######## sram_bus_arbiter ########
Figure 1. Signal wires on met3 (sram_bus_arbiter).
Bar = 50 um.
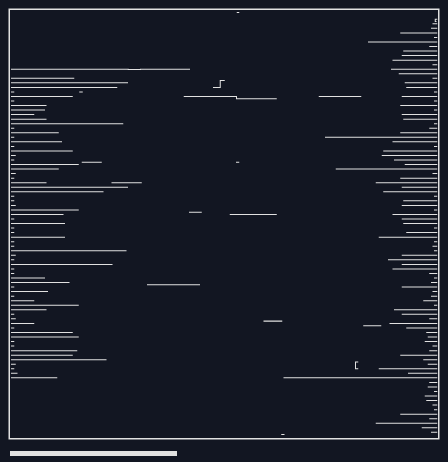

`src/rtl/sram_bus_arbiter.sv`:
```
// Two-port (fetch I / data D) arbiter onto one sram-like bus, one transaction in flight.
// Build option ARB_ROUND_ROBIN_EN: alternate I/D on contention instead of fixed D-over-I priority.
module sram_bus_arbiter #(
  parameter int ADDR_W  = 32,
  parameter int DATA_W  = 32,
  parameter int TIMEOUT = 0
) (
  input  logic                clk,
  input  logic                rst,
  input  logic                i_req,
  input  logic [ADDR_W-1:0]   i_addr,
  output logic                i_addr_ok,
  output logic                i_data_ok,
  output logic [DATA_W-1:0]   i_rdata,
  input  logic                d_req,
  input  logic [DATA_W/8-1:0] d_wen,
  input  logic [ADDR_W-1:0]   d_addr,
  input  logic [DATA_W-1:0]   d_wdata,
  output logic                d_addr_ok,
  output logic                d_data_ok,
  output logic [DATA_W-1:0]   d_rdata,
  output logic                bus_req,
  output logic [DATA_W/8-1:0] bus_wen,
  output logic [ADDR_W-1:0]   bus_addr,
  output logic [DATA_W-1:0]   bus_wdata,
  input  logic                bus_addr_ok,
  input  logic                bus_data_ok,
  input  logic [DATA_W-1:0]   bus_rdata,
  output logic                bus_timeout,
  output logic [1:0]          fsm_state
);

  localparam int BW = DATA_W / 8;
  localparam int CW = (TIMEOUT > 0) ? $clog2(TIMEOUT + 1) : 1;

  typedef enum logic [1:0] {
    IDLE = 2'd0,
    ADDR = 2'd1,
    DATA = 2'd2
  } state_t;

  state_t              state;
  logic                owner_d;
  logic [CW-1:0]       cnt;
  logic [BW-1:0]       lat_wen;
  logic [ADDR_W-1:0]   lat_addr;
  logic [DATA_W-1:0]   lat_wdata;
`ifdef ARB_ROUND_ROBIN_EN
  logic                last_d;
`endif

  logic any_req;
  logic pick_d;
  logic in_addr;
  logic in_data;
  logic tmo_hit;
  logic done;
  logic tmo_fire;
  logic finish;
  logic addr_pulse;

  always_comb begin
    any_req = i_req | d_req;
`ifdef ARB_ROUND_ROBIN_EN
    pick_d  = d_req & (~i_req | ~last_d);
`else
    pick_d  = d_req;
`endif
    in_addr = (state == ADDR);
    in_data = (state == DATA);
    tmo_hit = (TIMEOUT > 0) && (in_addr || in_data) && (cnt == CW'(TIMEOUT));
    // A bus completion in the timeout cycle wins over the abort.
    done       = bus_data_ok && (in_data || (in_addr && bus_addr_ok));
    tmo_fire   = tmo_hit && !done;
    finish     = done || tmo_fire;
    addr_pulse = in_addr && (bus_addr_ok || tmo_fire);
  end

  // Responses are steered to the owner only; the other port sees zeros.
  assign i_addr_ok   = addr_pulse & ~owner_d;
  assign d_addr_ok   = addr_pulse & owner_d;
  assign i_data_ok   = finish & ~owner_d;
  assign d_data_ok   = finish & owner_d;
  assign i_rdata     = (done && !owner_d) ? bus_rdata : '0;
  assign d_rdata     = (done && owner_d) ? bus_rdata : '0;
  assign bus_req     = in_addr;
  assign bus_wen     = in_addr ? lat_wen : '0;
  assign bus_addr    = in_addr ? lat_addr : '0;
  assign bus_wdata   = in_addr ? lat_wdata : '0;
  assign bus_timeout = tmo_fire;
  assign fsm_state   = state;

  always_ff @(posedge clk or negedge rst) begin
    if (!rst) begin
      state     <= IDLE;
      owner_d   <= 1'b1;
      cnt       <= '0;
      lat_wen   <= '0;
      lat_addr  <= '0;
      lat_wdata <= '0;
`ifdef ARB_ROUND_ROBIN_EN
      last_d    <= 1'b1;
`endif
    end else begin
      // Grant from IDLE, or straight from a completing cycle so back-to-back needs no bubble.
      if ((state == IDLE || finish) && any_req) begin
        state     <= ADDR;
        owner_d   <= pick_d;
        cnt       <= '0;
        lat_wen   <= pick_d ? d_wen : '0;
        lat_addr  <= pick_d ? d_addr : i_addr;
        lat_wdata <= pick_d ? d_wdata : '0;
`ifdef ARB_ROUND_ROBIN_EN
        last_d    <= pick_d;
`endif
      end else if (finish) begin
        state <= IDLE;
      end else begin
        if (in_addr && bus_addr_ok) state <= DATA;
        if (in_addr || in_data) cnt <= cnt + 1'b1;
      end
    end
  end

endmodule
```
`config.mk`:
```
export PLATFORM = sky130hd
export DESIGN_NAME = sram_bus_arbiter
export DESIGN_NICKNAME = d
export VERILOG_FILES = /design/src/rtl/sram_bus_arbiter.sv
export SDC_FILE = /design/constraint.sdc
export NUM_CORES = 1
export LEC_CHECK = 0
export ABC_AREA = 1
export CORE_MARGIN = 10
export CORE_UTILIZATION = 37
export CTS_CLUSTER_DIAMETER = 30
export DETAILED_ROUTE_END_ITERATION = 8
export GPL_ROUTABILITY_DRIVEN = 0
export GPL_TIMING_DRIVEN = 1
export PLACE_DENSITY_LB_ADDON = 0.2
export RECOVER_POWER = 25
export SKIP_CTS_REPAIR_TIMING = 1
export SLEW_MARGIN = 20
export SYNTH_ARGS = -nofsm -noshare
export SYNTH_HDL_FRONTEND = slang
export SYNTH_SLANG_ARGS = --single-unit
export TNS_END_PERCENT = 30
```
`constraint.sdc`:
```
create_clock -name clk -period 1.5 [get_ports clk]
set_input_delay 0.15 -clock clk [delete_from_list [all_inputs] [get_ports clk]]
set_output_delay 0.15 -clock clk [all_outputs]
set_load 0.02 [all_outputs]
```
######## instruction_fetch_memory ########
### config.mk
export PLATFORM = sky130hd
export DESIGN_NAME = instruction_fetch_memory
export DESIGN_NICKNAME = d
export VERILOG_FILES = /design/src/rtl/instruction_fetch_memory.sv
export SDC_FILE = /design/constraint.sdc
export NUM_CORES = 2
export LEC_CHECK = 0
export ABC_AREA = 1
export CAP_MARGIN = 25
export CORE_ASPECT_RATIO = 0.75
export CORE_MARGIN = 2
export CORE_UTILIZATION = 56
export CTS_CLUSTER_DIAMETER = 30
export DETAILED_ROUTE_END_ITERATION = 6
export MAX_ROUTING_LAYER = met4
export PLACE_DENSITY = 0.74
export REMOVE_ABC_BUFFERS = 1
export SLEW_MARGIN = 20
export SYNTH_ARGS = -nofsm -noshare
export SYNTH_HDL_FRONTEND = slang
export SYNTH_SLANG_ARGS = --single-unit
### constraint.sdc
create_clock -name clk -period 5.05 [get_ports clk]
set_clock_uncertainty 0.15 [all_clocks]
set_input_delay 0.7575 -clock clk [delete_from_list [all_inputs] [get_ports clk]]
set_output_delay 0.7575 -clock clk [all_outputs]
set_load 0.01 [all_outputs]
### src/rtl/instruction_fetch_memory.sv
// instruction_fetch_memory: word-addressed instruction store with NOP clear-on-reset and a single-entry fetch response register
module instruction_fetch_memory #(
  parameter int                DATA_W   = 32,
  parameter int                ADDR_W   = 32,
  parameter int                DEPTH    = 64,
  parameter logic [DATA_W-1:0] NOP_WORD = 32'hD503201F
) (
  input  logic                     clk,
  input  logic                     rst_n,
  input  logic                     i_req_valid,
  output logic                     o_req_ready,
  input  logic [ADDR_W-1:0]        i_req_pc,
  output logic                     o_rsp_valid,
  input  logic                     i_rsp_ready,
  output logic [DATA_W-1:0]        o_rsp_instr,
  output logic [1:0]               o_rsp_fault,
  input  logic                     i_flush,
  input  logic                     i_load_we,
  input  logic [$clog2(DEPTH)-1:0] i_load_idx,
  input  logic [DATA_W-1:0]        i_load_data,
  output logic                     o_init_busy
);
  localparam int IW = $clog2(DEPTH);
  typedef enum logic {INIT, RUN} state_t;
  state_t            r_state, w_next_state;
  logic [IW-1:0]     r_init_idx;
  logic [DATA_W-1:0] r_mem [DEPTH];
  logic              r_rsp_valid;
  logic [DATA_W-1:0] r_rsp_instr;
  logic [1:0]        r_rsp_fault;
  logic              w_busy, w_req_ready, w_accept, w_we;
  logic [IW-1:0]     w_widx, w_idx;
  logic [DATA_W-1:0] w_wdata;
  logic [1:0]        w_fault;
  assign w_idx    = i_req_pc[IW+1:2];
  assign w_fault  = {|i_req_pc[ADDR_W-1:IW+2], |i_req_pc[1:0]};
  assign w_accept = i_req_valid && w_req_ready;
  assign o_req_ready = w_req_ready;
  assign o_rsp_valid = r_rsp_valid;
  assign o_rsp_instr = r_rsp_instr;
  assign o_rsp_fault = r_rsp_fault;
  assign o_init_busy = w_busy;
  // state register: reset always restarts the memory clear
  always_ff @(posedge clk or negedge rst_n)
    if (!rst_n) r_state <= INIT;
    else r_state <= w_next_state;
  // next state, write-port steering and request backpressure
  always_comb begin
    w_next_state = r_state;
    w_busy       = 1'b0;
    w_req_ready  = 1'b0;
    w_we         = i_load_we;
    w_widx       = i_load_idx;
    w_wdata      = i_load_data;
    if (r_state == INIT) begin
      w_busy  = 1'b1;
      w_we    = 1'b1;
      w_widx  = r_init_idx;
      w_wdata = NOP_WORD;
      if (r_init_idx == IW'(DEPTH - 1)) w_next_state = RUN;
    end else begin
      w_req_ready = !i_flush && (!r_rsp_valid || i_rsp_ready);
    end
  end
  // clear pointer walks the array once per INIT pass and wraps to 0 on exit
  always_ff @(posedge clk or negedge rst_n)
    if (!rst_n) r_init_idx <= '0;
    else if (r_state == INIT) r_init_idx <= r_init_idx + 1'b1;
  // storage array; same-edge fetch sees the pre-write contents
  always_ff @(posedge clk)
    if (w_we) r_mem[w_widx] <= w_wdata;
  // response register: flush wins, then a new accept, then a drained handshake
  always_ff @(posedge clk or negedge rst_n)
    if (!rst_n) begin
      r_rsp_valid <= 1'b0;
      r_rsp_instr <= '0;
      r_rsp_fault <= '0;
    end else if (i_flush) begin
      r_rsp_valid <= 1'b0;
    end else if (w_accept) begin
      r_rsp_valid <= 1'b1;
      r_rsp_instr <= |w_fault ? NOP_WORD : r_mem[w_idx];
      r_rsp_fault <= w_fault;
    end else if (i_rsp_ready) begin
      r_rsp_valid <= 1'b0;
    end
endmodule

Figure 2. Cells coloured by class (sram_bus_arbiter).
Fill, decap, tap and diode cells in grey.
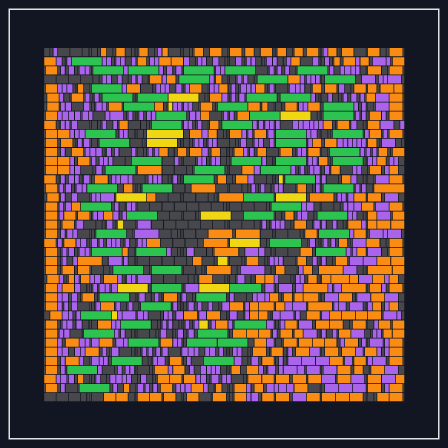
- yellow: clock drivers and dummy loads (cells 16)
- orange: other buffers and delay cells (cells 315)
- purple: all other logic (cells 560)
- green: flip-flops (cells 71)

Notes on Figure 1 above:
- main direction: horizontal
- nets with wire on the layer: 168
- wire length on this layer: 1560 um
- longest straight run: 45.7 um

==> impl_metrics.json, sram_bus_arbiter <==
{
  "top_logic_kind": "simple AND/OR/NAND/NOR gates",
  "synth-area-yosys_um2": 4340,
  "crit_family": "buffers and inverters",
  "slew_violations": 0,
  "mostFrequentLayoutCells": "nand2_1 (173), inv_1 (136), clkdlybuf4s50_1 (136), buf_6 (75), buf_4 (73)",
  "status": "complete, but fails checks",
  "vias": 4908,
  "top_area_cell": "dfrtp_1",
  "violations": "negative setup slack",
  "root_buffer": "clkbuf_16",
  "crit_chain": "inv_2 > nand2_2 > nand2_2 > nand2_4 > nor2_4 > inv_4 > buf_12 > nor2_1 > buf_4",
  "synthAoiAreaFrac": 0.0387,
  "end_kind": "primary output",
  "use_met3": 0.0782,
  "globalRouteMet2Util": 0.326,
  "worstPathRequired_ns": 1.35,
  "crit_top_cell": "nand2_2",
  "ant_nets": 0,
  "combPwrFrac": 0.622,
  "maxCapViolations": 0,
  "synthFlopType": "dfrtp_1",
  "pg_comb_uw": 8670,
  "setup_ws_ns": -0.279,
  "wl_met2_um": 8590,
  "wl_um": 17000,
  "setup_viol": 137
}
Figure 3. Met2 routing (instruction_fetch_memory).
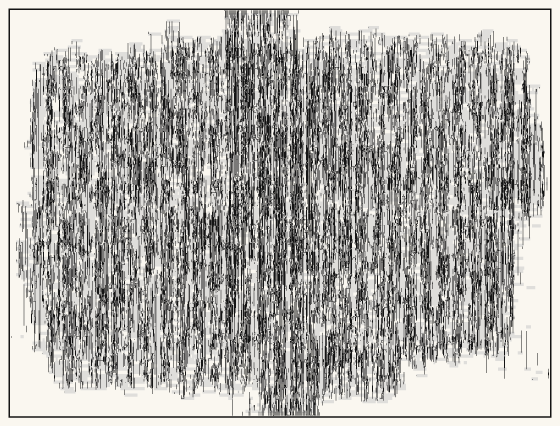
- longest straight run: 125 um
- main direction: vertical

==> impl_metrics.json, instruction_fetch_memory <==
{
  "pwr-share-seq": 0.447,
  "antenna_found_initial": 6,
  "synth-area-yosys_um2": 84100,
  "mux_share": 0,
  "cts_tree": "done",
  "buffer_area_frac": 0.0325,
  "most_common_cell": "nand2_1",
  "final_area_um2": 98300,
  "area_growth_pct": 16.8,
  "synthAoiAreaFrac": 0.000788,
  "power_leader": "the clock network",
  "clock_area_frac": 0.105,
  "top_area_cell": "edfxtp_1",
  "routed-wl-met3_um": 33200,
  "r2r_end": "r_mem[28][23]",
  "drt-met1-wl_um": 91100,
  "cts_buffers": 316,
  "fp_util": 0.563,
  "grt_pass1_vias": 55200,
  "crit_family": "simple AND/OR/NAND/NOR gates",
  "drcViolationCount": 0,
  "syn_inst": 6960,
  "place_area_um2": 87800,
  "cts.clk_slew.worst_paths_ns": 0.05,
  "ys_async_sr_fraction": 0.0201,
  "ff_latch_area_um2": 62600,
  "ios": 113,
  "cp-start-kind": "flop",
  "rr_worst_depth": 7,
  "rows": 123,
  "post-place-cells": 8806,
  "cts_buffer_depth": 4,
  "wl_um": 241000,
  "top_register": "r_mem",
  "status": "completed"
}


==> gallery <==
Cell placement.
shot_01.png
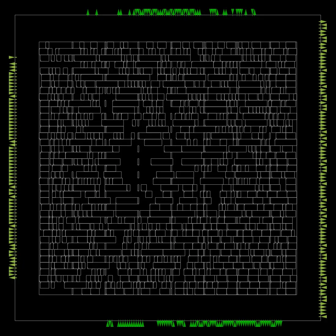
shot_02.png
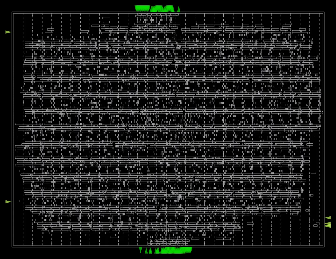
shot_02.png comes from instruction_fetch_memory.
shot_01.png comes from sram_bus_arbiter.
- most sequential cells: shot_02.png
- most cells: shot_02.png

Power is estimated from default activity; no workload was simulated.
